######## block 1 ########
### Floorplan with the power grid, block 1

The bar under the picture is 20 um long. Pins as bars on the die edge.
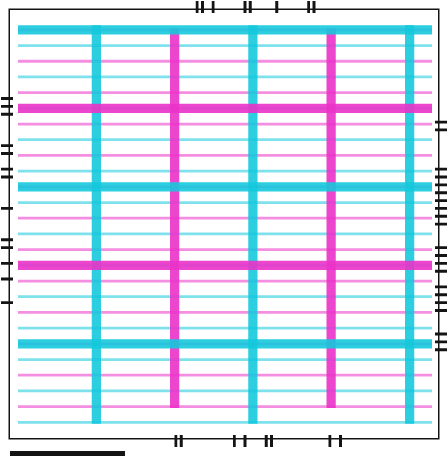
### Placed cells, one color a class, block 1

The bar under the picture is 20 um long.
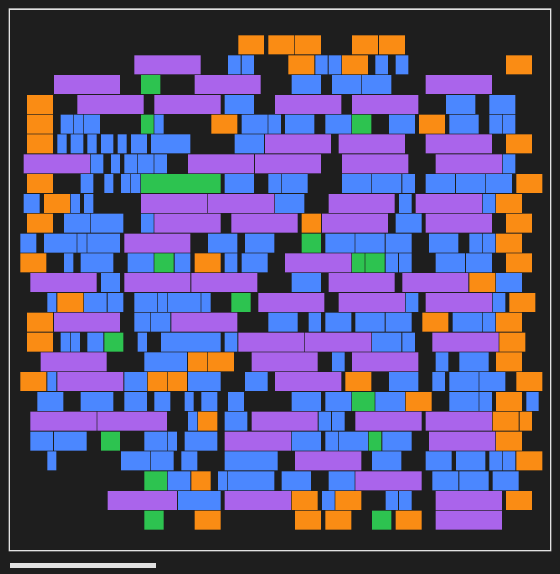
### Clock distribution, block 1

The bar under the picture is 20 um long.
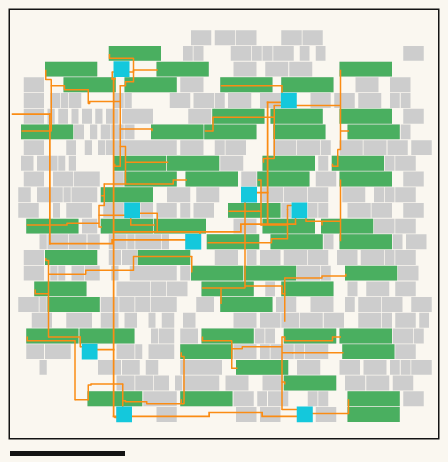
### src/rtl/fft_readout_sched.sv
// rtl/fft_readout_sched.sv - bit-reversed readout scheduler for the stereo FFT result banks
module fft_readout_sched #(
    parameter int bw_fftp = 4,
    parameter int bw_data = 16
) (
    input  logic               CLK,
    input  logic               nRESET,
    input  logic               DoneL,
    input  logic               DoneR,
    output logic               RdEn,
    output logic               RdSel,
    output logic [bw_fftp-1:0] RdAddr,
    input  logic [bw_data-1:0] RdData,
    output logic               OutValid,
    input  logic               OutReady,
    output logic [bw_data-1:0] OutData,
    output logic               OutCh,
    output logic               OutFirst,
    output logic               OutLast,
    output logic               ReleaseL,
    output logic               ReleaseR,
    output logic               ErrOvf
);

    typedef enum logic [1:0] {S_IDLE, S_READ, S_DRAIN, S_RELEASE} state_t;

    state_t             state_q, state_d;
    logic               pend_l_q, pend_l_d, pend_r_q, pend_r_d;
    logic               ptr_q, ptr_d, ch_q, ch_d, err_q, err_d;
    logic [bw_fftp-1:0] idx_q, idx_d;
    logic               infl_q, infl_first_q, infl_last_q, infl_ch_q;

    logic [bw_data-1:0] buf_data_q [2];
    logic [1:0]         buf_ch_q, buf_first_q, buf_last_q;
    logic               wr_ptr_q, rd_ptr_q;
    logic [1:0]         cnt_q;

    logic               pop, buf_wr, buf_rd, grant, gnt_ch, idx_last;
    logic               busy_l, busy_r, ovf_l, ovf_r;
    logic [2:0]         level;
    logic [bw_data-1:0] head_data;
    logic               head_ch, head_first, head_last;

    // The word landing from RAM this cycle is presented directly when the buffer is empty,
    // so level counts buffered + in-flight words after this cycle's pop.
    assign OutValid = (cnt_q != 2'd0) || infl_q;
    assign pop      = OutValid && OutReady;
    assign level    = {1'b0, cnt_q} + {2'b00, infl_q} - {2'b00, pop};
    assign idx_last = (idx_q == {bw_fftp{1'b1}});
    assign buf_wr   = infl_q && !((cnt_q == 2'd0) && pop);
    assign buf_rd   = pop && (cnt_q != 2'd0);
    assign RdSel    = ch_q;
    assign ErrOvf   = err_q;

    always_ff @(posedge CLK or negedge nRESET) begin
        if (!nRESET) begin
            state_q <= S_IDLE;
        end else begin
            state_q <= state_d;
        end
    end

    always_comb begin
        state_d = state_q;
        case (state_q)
            S_IDLE:    if (pend_l_q || pend_r_q) state_d = S_READ;
            S_READ:    if (RdEn && idx_last) state_d = S_DRAIN;
            S_DRAIN:   if (level == 3'd0) state_d = S_RELEASE;
            S_RELEASE: state_d = S_IDLE;
            default:   state_d = S_IDLE;
        endcase
    end

    always_comb begin
        RdEn     = 1'b0;
        ReleaseL = 1'b0;
        ReleaseR = 1'b0;
        case (state_q)
            S_READ:    RdEn = (level < 3'd2);
            S_RELEASE: begin
                ReleaseL = !ch_q;
                ReleaseR = ch_q;
            end
            default:   ;
        endcase
    end

    // A bank in RELEASE is already free, so a Done in that cycle is a fresh frame.
    always_comb begin
        grant    = (state_q == S_IDLE) && (pend_l_q || pend_r_q);
        gnt_ch   = (pend_l_q && pend_r_q) ? ptr_q : pend_r_q;
        busy_l   = ((state_q == S_READ) || (state_q == S_DRAIN)) && !ch_q;
        busy_r   = ((state_q == S_READ) || (state_q == S_DRAIN)) && ch_q;
        ovf_l    = DoneL && (pend_l_q || busy_l);
        ovf_r    = DoneR && (pend_r_q || busy_r);
        pend_l_d = (pend_l_q && !(grant && !gnt_ch)) || (DoneL && !ovf_l);
        pend_r_d = (pend_r_q && !(grant && gnt_ch)) || (DoneR && !ovf_r);
        ptr_d    = grant ? !gnt_ch : ptr_q;
        ch_d     = grant ? gnt_ch : ch_q;
        idx_d    = grant ? '0 : (RdEn ? idx_q + bw_fftp'(1) : idx_q);
        err_d    = err_q || ovf_l || ovf_r;
    end

    always_comb begin
        RdAddr = '0;
        for (int j = 0; j < bw_fftp; j++) begin
            RdAddr[j] = idx_q[bw_fftp-1-j];
        end
    end

    always_ff @(posedge CLK or negedge nRESET) begin
        if (!nRESET) begin
            pend_l_q     <= 1'b0;
            pend_r_q     <= 1'b0;
            ptr_q        <= 1'b0;
            ch_q         <= 1'b0;
            err_q        <= 1'b0;
            idx_q        <= '0;
            infl_q       <= 1'b0;
            infl_first_q <= 1'b0;
            infl_last_q  <= 1'b0;
            infl_ch_q    <= 1'b0;
        end else begin
            pend_l_q     <= pend_l_d;
            pend_r_q     <= pend_r_d;
            ptr_q        <= ptr_d;
            ch_q         <= ch_d;
            err_q        <= err_d;
            idx_q        <= idx_d;
            infl_q       <= RdEn;
            infl_first_q <= (idx_q == '0);
            infl_last_q  <= idx_last;
            infl_ch_q    <= ch_q;
        end
    end

    always_ff @(posedge CLK or negedge nRESET) begin
        if (!nRESET) begin
            buf_data_q[0] <= '0;
            buf_data_q[1] <= '0;
            buf_ch_q      <= '0;
            buf_first_q   <= '0;
            buf_last_q    <= '0;
            wr_ptr_q      <= 1'b0;
            rd_ptr_q      <= 1'b0;
            cnt_q         <= 2'd0;
        end else begin
            if (buf_wr) begin
                buf_data_q[wr_ptr_q]  <= RdData;
                buf_ch_q[wr_ptr_q]    <= infl_ch_q;
                buf_first_q[wr_ptr_q] <= infl_first_q;
                buf_last_q[wr_ptr_q]  <= infl_last_q;
                wr_ptr_q              <= !wr_ptr_q;
            end
            if (buf_rd) begin
                rd_ptr_q <= !rd_ptr_q;
            end
            case ({buf_wr, buf_rd})
                2'b10:   cnt_q <= cnt_q + 2'd1;
                2'b01:   cnt_q <= cnt_q - 2'd1;
                default: ;
            endcase
        end
    end

    always_comb begin
        if (cnt_q != 2'd0) begin
            head_data  = buf_data_q[rd_ptr_q];
            head_ch    = buf_ch_q[rd_ptr_q];
            head_first = buf_first_q[rd_ptr_q];
            head_last  = buf_last_q[rd_ptr_q];
        end else begin
            head_data  = RdData;
            head_ch    = infl_ch_q;
            head_first = infl_first_q;
            head_last  = infl_last_q;
        end
        OutData  = OutValid ? head_data : '0;
        OutCh    = OutValid && head_ch;
        OutFirst = OutValid && head_first;
        OutLast  = OutValid && head_last;
    end

endmodule

### config.mk
export PLATFORM = sky130hd
export DESIGN_NAME = fft_readout_sched
export DESIGN_NICKNAME = d
export VERILOG_FILES = /design/src/rtl/fft_readout_sched.sv
export SDC_FILE = /design/constraint.sdc
export NUM_CORES = 1
export LEC_CHECK = 0
export CAP_MARGIN = 15
export CORE_UTILIZATION = 55
export CTS_BUF_LIST = sky130_fd_sc_hd__clkbuf_4
export DETAILED_ROUTE_END_ITERATION = 16
export GPL_TIMING_DRIVEN = 1
export HOLD_SLACK_MARGIN = 0.1
export PLACE_DENSITY = 0.93
export SETUP_SLACK_MARGIN = 0.02
export SYNTH_ARGS = -nofsm -noshare
export SYNTH_HDL_FRONTEND = slang
export SYNTH_SLANG_ARGS = --single-unit
### constraint.sdc
create_clock -name CLK -period 3.75 [get_ports CLK]
set_input_delay 0.375 -clock CLK [delete_from_list [all_inputs] [get_ports CLK]]
set_output_delay 0.375 -clock CLK [all_outputs]
set_load 0.005 [all_outputs]
==> flow_summary.ini <==
; implementation run metrics
[outcome]
outcome = completed

[finish]
nNetsFinal = 327
final_common_cell = dfrtp_1

[worst_setup_path]
critPathCapture = RdEn
crit_start = cnt_q[1]$_DFFE_PN0P_
crit_family = adder cells
path_depth = 9

[global_routing]
track_usage_pct = 23.47

[synthesis]
ys_sh_xor_pct = 2.752
top_area_cell = dfrtp_1
yosys_cells = 241
top_cells_by_area = dfrtp_1 (50%), mux2_2 (11%), mux2i_1 (7.3%)
ys_types = 32
edf_count = 0

[cts]
cts.sinks = 57
cts_resized = 3

[sta]
worst_pin_slew_ns = 1.130

[detailed_routing]
wl_met2_mm = 2.748
vias_per_cell = 5.418
drcViolationCount = 0
Notes on 'Floorplan with the power grid' of block 1 above:
cyan -> VSS
magenta -> VDD
met1 rails = 26
met5 straps = 5
rows = 25
met4 straps = 5
signal pins = 50

Notes on 'Placed cells, one color a class' of block 1 above:
orange -> other buffers and delay cells  # cells 56, share of their area 15%
green -> clock drivers and dummy loads  # cells 16, share of their area 3.9%
blue -> combinational and other logic  # cells 172, share of their area 40%
purple -> flops  # cells 57, share of their area 41%

Notes on 'Clock distribution' of block 1 above:
orange -> clock wires  # length 729 um
green -> flip-flops  # count 57
cyan -> clock drivers  # count 9
flops lie = widely spread

## area by class of cell
cell class,count,area [um2]
tap,67,83.83
sequential,57,1429
fill,359,1301
clock inverter,7,70.07
inverter,10,37.54
clock buffer,9,67.56
multi-input combinational,162,1350
timing repair buffer,56,540.5

######## block 2 ########
### src/rtl/sao_deci_fsm.sv
// SAO decision-stage control FSM: consumes "statistics ready" edges per
// component (Y, Cb, Cr) and sequences the EO then BO RD-cost candidates,
// finishing each component with a best-select cycle and a done cycle.
module sao_deci_fsm #(
    parameter int EO_CLASS_NUM = 4,
    parameter int BO_BAND_NUM  = 29,
    parameter int CYC_PER_CAND = 2
) (
    input  logic       clk,
    input  logic       rst_n,
    input  logic       en_o,
    input  logic       end_of_luma_st,
    input  logic       end_of_chroma_st,
    output logic       isWorking_deci,
    output logic [1:0] deci_cIdx,
    output logic       deci_mode,
    output logic [4:0] cand_idx,
    output logic [1:0] sub_cyc,
    output logic       cand_last,
    output logic       sel_best,
    output logic       deci_done,
    output logic       ctu_done,
    output logic       err_seq
);

    typedef enum logic [2:0] {S_IDLE, S_EO, S_BO, S_SEL, S_DONE} state_t;

    localparam logic [4:0] EO_LAST  = 5'(EO_CLASS_NUM - 1);
    localparam logic [4:0] BO_LAST  = 5'(BO_BAND_NUM - 1);
    localparam logic [1:0] SUB_LAST = 2'(CYC_PER_CAND - 1);

    state_t     state_q, state_d;
    logic [1:0] exp_c_q, exp_c_d;
    logic [1:0] cidx_q, cidx_d;
    logic [4:0] cand_q, cand_d;
    logic [1:0] sub_q, sub_d;
    logic       pend_q, pend_d;
    logic       err_q, err_d;
    logic       luma_prev_q, chroma_prev_q;

    logic luma_edge, chroma_edge, luma_ok, chroma_ok, req_valid;
    logic consume, req_used;

    // State, counters, pending slot and edge history; en_o=0 freezes all
    always_ff @(posedge clk) begin
        if (!rst_n) begin
            state_q       <= S_IDLE;
            exp_c_q       <= 2'd0;
            cidx_q        <= 2'd0;
            cand_q        <= 5'd0;
            sub_q         <= 2'd0;
            pend_q        <= 1'b0;
            err_q         <= 1'b0;
            luma_prev_q   <= 1'b0;
            chroma_prev_q <= 1'b0;
        end else if (en_o) begin
            state_q       <= state_d;
            exp_c_q       <= exp_c_d;
            cidx_q        <= cidx_d;
            cand_q        <= cand_d;
            sub_q         <= sub_d;
            pend_q        <= pend_d;
            err_q         <= err_d;
            luma_prev_q   <= end_of_luma_st;
            chroma_prev_q <= end_of_chroma_st;
        end
    end

    // Request qualification, state sequencing and pending-slot bookkeeping
    always_comb begin
        state_d  = state_q;
        exp_c_d  = exp_c_q;
        cidx_d   = cidx_q;
        cand_d   = cand_q;
        sub_d    = sub_q;
        err_d    = err_q;
        consume  = 1'b0;
        req_used = 1'b0;

        luma_edge   = end_of_luma_st & ~luma_prev_q;
        chroma_edge = end_of_chroma_st & ~chroma_prev_q;
        luma_ok     = (exp_c_q == 2'd0);
        chroma_ok   = (exp_c_q != 2'd0);
        req_valid   = (luma_edge & luma_ok) | (chroma_edge & chroma_ok);
        // Luma/chroma validity is mutually exclusive, so with both edges
        // present exactly one is taken and the other flags an error here.
        if ((luma_edge & ~luma_ok) | (chroma_edge & ~chroma_ok))
            err_d = 1'b1;

        case (state_q)
            S_IDLE: begin
                if (pend_q || req_valid) begin
                    consume  = pend_q;
                    req_used = ~pend_q;
                    state_d  = S_EO;
                    cidx_d   = exp_c_q;
                    cand_d   = 5'd0;
                    sub_d    = 2'd0;
                end
            end
            S_EO, S_BO: begin
                sub_d = sub_q + 2'd1;
                if (sub_q == SUB_LAST) begin
                    sub_d  = 2'd0;
                    cand_d = cand_q + 5'd1;
                    if (state_q == S_EO && cand_q == EO_LAST) begin
                        state_d = S_BO;
                        cand_d  = 5'd0;
                    end else if (state_q == S_BO && cand_q == BO_LAST) begin
                        state_d = S_SEL;
                        cand_d  = 5'd0;
                    end
                end
            end
            S_SEL: state_d = S_DONE;
            S_DONE: begin
                exp_c_d = (exp_c_q == 2'd2) ? 2'd0 : exp_c_q + 2'd1;
                if (pend_q) begin
                    // Back-to-back run: the new run reports the advanced component
                    consume = 1'b1;
                    state_d = S_EO;
                    cidx_d  = exp_c_d;
                    cand_d  = 5'd0;
                    sub_d   = 2'd0;
                end else begin
                    state_d = S_IDLE;
                end
            end
            default: state_d = S_IDLE;
        endcase

        pend_d = pend_q & ~consume;
        if (req_valid && !req_used) begin
            if (pend_q && !consume) err_d  = 1'b1;
            else                    pend_d = 1'b1;
        end
    end

    assign isWorking_deci = (state_q != S_IDLE);
    assign deci_cIdx      = cidx_q;
    assign deci_mode      = (state_q == S_BO);
    assign cand_idx       = cand_q;
    assign sub_cyc        = sub_q;
    assign cand_last      = (sub_q == SUB_LAST) &&
                            (((state_q == S_EO) && (cand_q == EO_LAST)) ||
                             ((state_q == S_BO) && (cand_q == BO_LAST)));
    assign sel_best       = (state_q == S_SEL);
    assign deci_done      = (state_q == S_DONE);
    assign ctu_done       = (state_q == S_DONE) && (cidx_q == 2'd2);
    assign err_seq        = err_q;

endmodule

### config.mk
export PLATFORM = sky130hd
export DESIGN_NAME = sao_deci_fsm
export DESIGN_NICKNAME = d
export VERILOG_FILES = /design/src/rtl/sao_deci_fsm.sv
export SDC_FILE = /design/constraint.sdc
export NUM_CORES = 1
export LEC_CHECK = 0
export ABC_AREA = 0
export ABC_CLOCK_PERIOD_IN_PS = 2300
export CORE_UTILIZATION = 45
export CTS_CLUSTER_SIZE = 12
export DETAILED_ROUTE_END_ITERATION = 8
export PLACE_DENSITY = 0.81
export REMOVE_ABC_BUFFERS = 1
export SETUP_SLACK_MARGIN = 0.05
export SLEW_MARGIN = 25
export SYNTH_ARGS = -nofsm -noshare
export SYNTH_HDL_FRONTEND = slang
export SYNTH_SLANG_ARGS = --single-unit
### constraint.sdc
create_clock -name clk -period 2.3 [get_ports clk]
set_input_delay 0.46 -clock clk [delete_from_list [all_inputs] [get_ports clk]]
set_output_delay 0.46 -clock clk [all_outputs]
set_load 0.02 [all_outputs]
### Floorplan with the power grid, block 2

The bar under the picture is 20 um long. Pins as bars on the die edge.
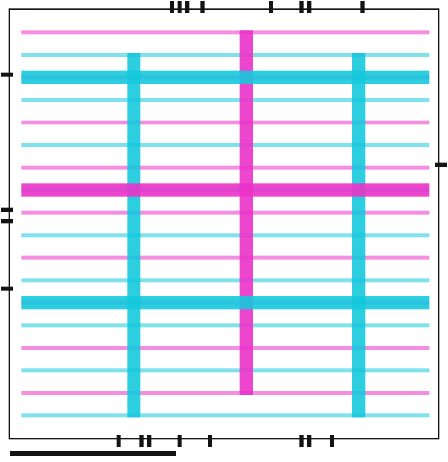
cyan -> VSS
magenta -> VDD
met1 rails = 18
signal pins = 21
met4 straps = 3

### Placed cells, one color a class, block 2

The bar under the picture is 20 um long.
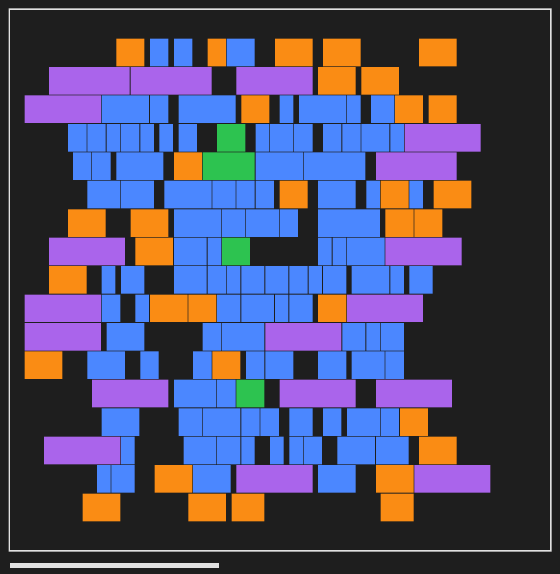
blue -> combinational and other logic  # cells 105, share of their area 50%
green -> clock drivers and dummy loads  # cells 4, share of their area 2.6%
orange -> other buffers and delay cells  # cells 33, share of their area 21%
purple -> flops  # cells 18, share of their area 26%

==> flow_summary.ini <==
; implementation run metrics
[worst_setup_path]
criticalPathCategory = reg2out
path_depth = 3
regToRegSetupSlack_ns = 0.52
crit_path_end_kind = output pin
worst_ep_arrival_time_ns = 1.73
crit_fanout = 11

[finish]
layout.nonclk_buf_share_pct = 20.30
nNonClkInverters = 5
flops = 18

[sta]
post-route-period-util_pct = 95.39
fmax_ghz = 0.4558

[global_routing]
track_usage_pct = 22.09
antenna_found_initial = 0

[outcome]
outcome = completed

[cts]
tritoncts = built

[floorplanning]
dieWidth_um = 51.66

[power_and_ir_drop]
p_sw_share_pct = 32.90

[detailed_routing]
drcViolationCount = 0

[synthesis]
ys_seq_share_pct = 32.47
top_cells_by_area = dfxtp_1 (32%), mux2i_1 (8.1%), nand3_1 (5.4%)

[placed_design]
dp.cells = 184
### Clock distribution, block 2

The bar under the picture is 20 um long.
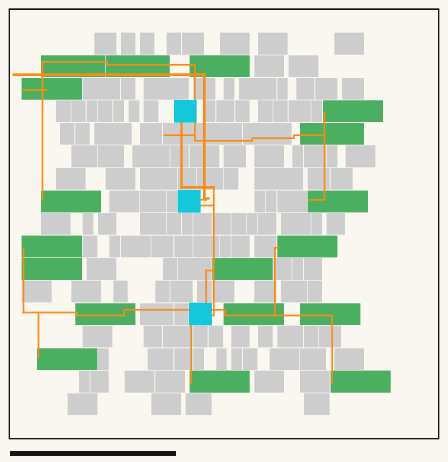
orange -> clock wires  # length 238 um
green -> flip-flops  # count 18
cyan -> clock drivers  # count 3
flops lie = widely spread

[power by group through the flow]
stage,Sequential [W],Clock (W),Combinational (W)
floorplan,0.000372,0,0.000176
global placement,0.000351,0,0.000290
detailed placement,0.000352,0,0.000294
CTS,0.000345,0.000203,0.000295
global route,0.000347,0.000218,0.000321
finish,0.000345,0.000196,0.000297
[flip-flops by register name, indices dropped and copies added, names as in the netlist]
name           cells
cand_idx           5
chroma_prev_q      1
deci_cIdx          2
err_seq            1
exp_c_q            2
luma_prev_q        1
pend_q             1
state_q            3
sub_cyc            2

######## block 3 ########
$ cat src/rtl/fp_pkg.sv
// Shared FP helpers: rounding-mode codes, exponent bias, packed-float field widths.
// Latency: none (constants and elaboration-time functions only).
// Backpressure: not applicable.
package fp_pkg;

    localparam logic [1:0] RM_RNE = 2'b00;
    localparam logic [1:0] RM_RTZ = 2'b01;
    localparam logic [1:0] RM_RUP = 2'b10;
    localparam logic [1:0] RM_RDN = 2'b11;

    function automatic int exp_bias(input int exp_w);
        return (1 << (exp_w - 1)) - 1;
    endfunction

    function automatic int fp_width(input int exp_w, input int man_w);
        return 1 + exp_w + man_w;
    endfunction

    // Leading-zero count width; a 1-bit field is kept even for degenerate widths.
    function automatic int lz_width(input int w);
        return (w > 1) ? $clog2(w) : 1;
    endfunction

endpackage

$ cat src/rtl/lzc_norm.sv
// Leading-zero count and left-normalising shift via a log2 shift tree.
// Latency: combinational.
// Backpressure: none; the caller registers the result.
module lzc_norm
    import fp_pkg::*;
#(
    parameter int W = 32
) (
    input  logic [W-1:0]            in_dat,
    output logic [W-1:0]            norm_dat,
    output logic [lz_width(W)-1:0]  lz
);

    localparam int LZW = lz_width(W);

    logic [W-1:0] stg [LZW+1];

    assign stg[0] = in_dat;

    // Largest shift first: if the top SH bits are all zero, shift them out.
    for (genvar i = 0; i < LZW; i++) begin : g_stage
        localparam int SH = 1 << (LZW - 1 - i);
        logic zero_top;
        assign zero_top        = ~|stg[i][W-1 -: SH];
        assign lz[LZW-1-i]     = zero_top;
        assign stg[i+1]        = zero_top ? (stg[i] << SH) : stg[i];
    end

    assign norm_dat = stg[LZW];

endmodule

$ cat src/rtl/int_to_float_pipe.sv
// Integer to IEEE-style float converter: capture/negate, normalise, round and pack.
// Latency: 3 cycles, 1 result per cycle.
// Backpressure: bubble-collapsing valid/ready; out_data holds while out_ready is low.
module int_to_float_pipe
    import fp_pkg::*;
#(
    parameter int IN_W   = 32,
    parameter int EXP_W  = 8,
    parameter int MAN_W  = 23,
    parameter int SIGNED = 1
) (
    input  logic                               clk,
    input  logic                               rst_n,
    input  logic                               in_valid,
    output logic                               in_ready,
    input  logic [IN_W-1:0]                    in_data,
    input  logic [1:0]                         in_rm,
    output logic                               out_valid,
    input  logic                               out_ready,
    output logic [fp_width(EXP_W, MAN_W)-1:0]  out_data,
    output logic                               out_inexact
);

    localparam int OUT_W = fp_width(EXP_W, MAN_W);
    localparam int LZW   = lz_width(IN_W);
    localparam int SIG_W = MAN_W + 1;
    localparam int EXT_W = IN_W + SIG_W + 1;
    localparam logic [EXP_W-1:0] EXP_TOP = EXP_W'(exp_bias(EXP_W) + IN_W - 1);

    logic v1, v2, v3;
    logic adv1, adv2, adv3;

    logic            s1_sign, s1_zero;
    logic [IN_W-1:0] s1_mag;
    logic [1:0]      s1_rm;

    logic            s2_sign, s2_zero;
    logic [IN_W-1:0] s2_norm;
    logic [LZW-1:0]  s2_lz;
    logic [1:0]      s2_rm;

    assign adv3      = !v3 || out_ready;
    assign adv2      = !v2 || adv3;
    assign adv1      = !v1 || adv2;
    assign in_ready  = adv1;
    assign out_valid = v3;

    // S1: sign/magnitude; the most negative value negates to 2**(IN_W-1) unsigned.
    logic            in_sign;
    logic [IN_W-1:0] in_mag;

    assign in_sign = (SIGNED != 0) && in_data[IN_W-1];
    assign in_mag  = in_sign ? (~in_data + 1'b1) : in_data;

    // S2: normalise.
    logic [IN_W-1:0] norm_c;
    logic [LZW-1:0]  lz_c;

    lzc_norm #(
        .W (IN_W)
    ) u_lzc_norm (
        .in_dat   (s1_mag),
        .norm_dat (norm_c),
        .lz       (lz_c)
    );

    // S3: round and pack; zero padding below norm keeps g/st at 0 for narrow inputs.
    logic [EXT_W-1:0] ext;
    logic [SIG_W-1:0] sig;
    logic [SIG_W:0]   sig_r;
    logic             g, st, inc, carry;
    logic [MAN_W-1:0] frac;
    logic [EXP_W-1:0] exp_v;
    logic [OUT_W-1:0] s3_data;
    logic             s3_inexact;

    assign ext = {s2_norm, {(SIG_W + 1){1'b0}}};
    assign sig = ext[EXT_W-1 -: SIG_W];
    assign g   = ext[EXT_W-1-SIG_W];
    assign st  = |ext[EXT_W-2-SIG_W:0];

    always_comb begin
        inc = 1'b0;
        case (s2_rm)
            RM_RNE:  inc = g & (st | sig[0]);
            RM_RTZ:  inc = 1'b0;
            RM_RUP:  inc = (g | st) & ~s2_sign;
            default: inc = (g | st) & s2_sign;
        endcase
    end

    assign sig_r = {1'b0, sig} + {{SIG_W{1'b0}}, inc};
    assign carry = sig_r[SIG_W];
    // On carry-out the significand renormalises by one; its fraction bits are zero.
    assign frac  = carry ? sig_r[MAN_W:1] : sig_r[MAN_W-1:0];
    assign exp_v = EXP_TOP - EXP_W'(s2_lz) + EXP_W'(carry);

    assign s3_data    = s2_zero ? '0 : {s2_sign, exp_v, frac};
    assign s3_inexact = !s2_zero && (g | st);

    always_ff @(posedge clk or negedge rst_n) begin
        if (!rst_n) begin
            v1 <= 1'b0;
            v2 <= 1'b0;
            v3 <= 1'b0;
        end else begin
            if (adv1) v1 <= in_valid;
            if (adv2) v2 <= v1;
            if (adv3) v3 <= v2;
        end
    end

    always_ff @(posedge clk or negedge rst_n) begin
        if (!rst_n) begin
            s1_sign     <= 1'b0;
            s1_zero     <= 1'b0;
            s1_mag      <= '0;
            s1_rm       <= '0;
            s2_sign     <= 1'b0;
            s2_zero     <= 1'b0;
            s2_norm     <= '0;
            s2_lz       <= '0;
            s2_rm       <= '0;
            out_data    <= '0;
            out_inexact <= 1'b0;
        end else begin
            if (in_valid && adv1) begin
                s1_sign <= in_sign;
                s1_mag  <= in_mag;
                s1_rm   <= in_rm;
                s1_zero <= (in_data == '0);
            end
            if (v1 && adv2) begin
                s2_sign <= s1_sign;
                s2_zero <= s1_zero;
                s2_norm <= norm_c;
                s2_lz   <= lz_c;
                s2_rm   <= s1_rm;
            end
            if (v2 && adv3) begin
                out_data    <= s3_data;
                out_inexact <= s3_inexact;
            end
        end
    end

endmodule

$ cat config.mk
export PLATFORM = sky130hd
export DESIGN_NAME = int_to_float_pipe
export DESIGN_NICKNAME = d
export VERILOG_FILES = /design/src/rtl/fp_pkg.sv /design/src/rtl/lzc_norm.sv /design/src/rtl/int_to_float_pipe.sv
export SDC_FILE = /design/constraint.sdc
export NUM_CORES = 1
export LEC_CHECK = 0
export CORE_UTILIZATION = 62
export DETAILED_ROUTE_END_ITERATION = 10
export PLACE_DENSITY = 0.83
export RECOVER_POWER = 100
export SYNTH_ARGS = -nofsm -noshare
export SYNTH_HDL_FRONTEND = slang
export SYNTH_SLANG_ARGS = --single-unit
$ cat constraint.sdc
create_clock -name clk -period 4.5 [get_ports clk]
set_input_delay 0.45 -clock clk [delete_from_list [all_inputs] [get_ports clk]]
set_output_delay 0.45 -clock clk [all_outputs]
set_load 0.02 [all_outputs]
### Wiring by layer, block 3

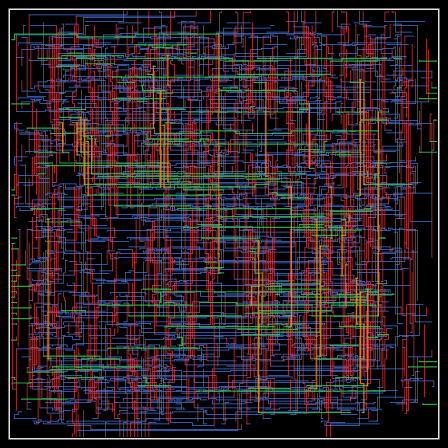
green -> metal 3  # wire length 1900 um
blue -> metal 1  # wire length 9260 um
orange -> metal 4  # wire length 671 um
red -> metal 2  # wire length 10500 um

### Clock distribution, block 3

The bar under the picture is 20 um long.
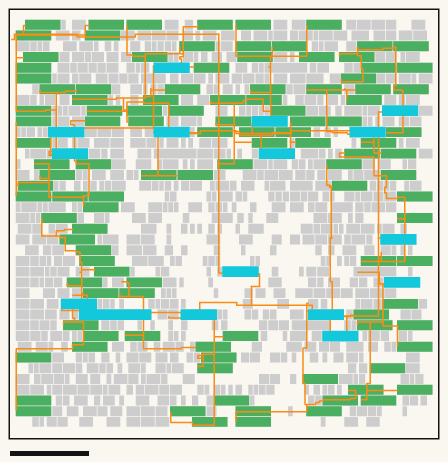
orange -> clock wires  # length 1460 um
green -> flip-flops  # count 113
cyan -> clock drivers  # count 17
flops lie = widely spread

[worst max-delay path, cell delays in order, from the launching register on]
cell,delay [ns]
dfrtp_1,0.42
or4_1,0.70
nor4_2,0.75
clkbuf_1,0.40
a21o_1,0.23
a221oi_1,0.11
o21ai_2,0.14
a21o_1,0.43
nand2_1,0.40
o221ai_1,0.37
[layer usage]
metal  track usage [%]  part of all wire [%]
met1             51.61                    42
met3             11.27                   8.5
met5                 0                     0
met2             63.79                    47
met4             15.64                   3.0
==> flow_summary.ini <==
; implementation run metrics
[sta]
setup_viol = 0
slew_violations = 289

[outcome]
violations = capacitance limit, slew limit
outcome = finished, violations left

[finish]
layout.nonclk_buf_share_pct = 9.994
final_common_cell = nand2_1
largest_class = multi-input combinational cells
fin_util_pct = 76.93

[synthesis]
synth_top_area_share_pct = 40.23
ys_chip_area_mm2 = 0.007029
top_cells_by_area = dfrtp_1 (40%), nand2_1 (8.4%), mux2i_1 (5.7%)
synthArstFlopShare_pct = 100.0

[cts]
insertion_delay_ns = 0.41

[power_and_ir_drop]
p_clk_w = 0.00135

[floorplanning]
io-pin-count = 73
core_util_floorplan_pct = 64.28

[detailed_routing]
wire_per_inst_um = 22.25

[placed_design]
dp.cells = 971
gp_congestion = 1.006

[run]
cap_violations = 5

[global_routing]
antenna_found_initial = 0


==> screenshots <==
Routing congestion map.
picture 1
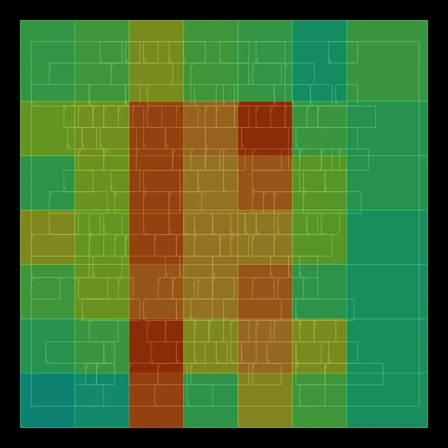
picture 2
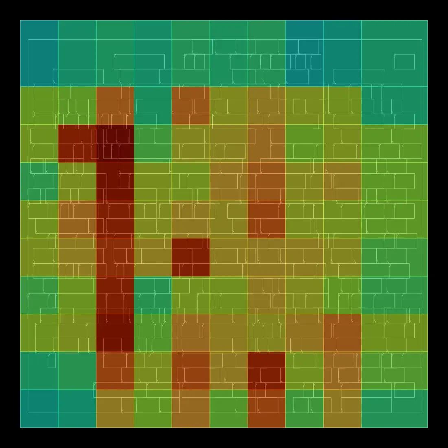
picture 3
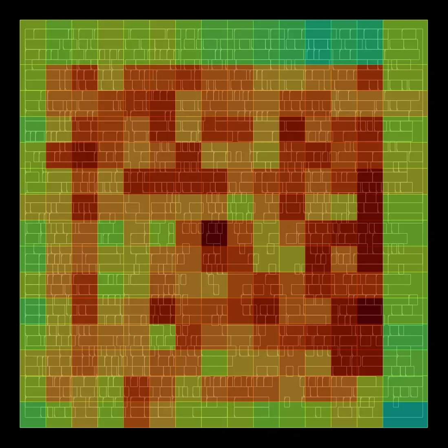
block 1 -> picture 2
block 3 -> picture 3
block 2 -> picture 1

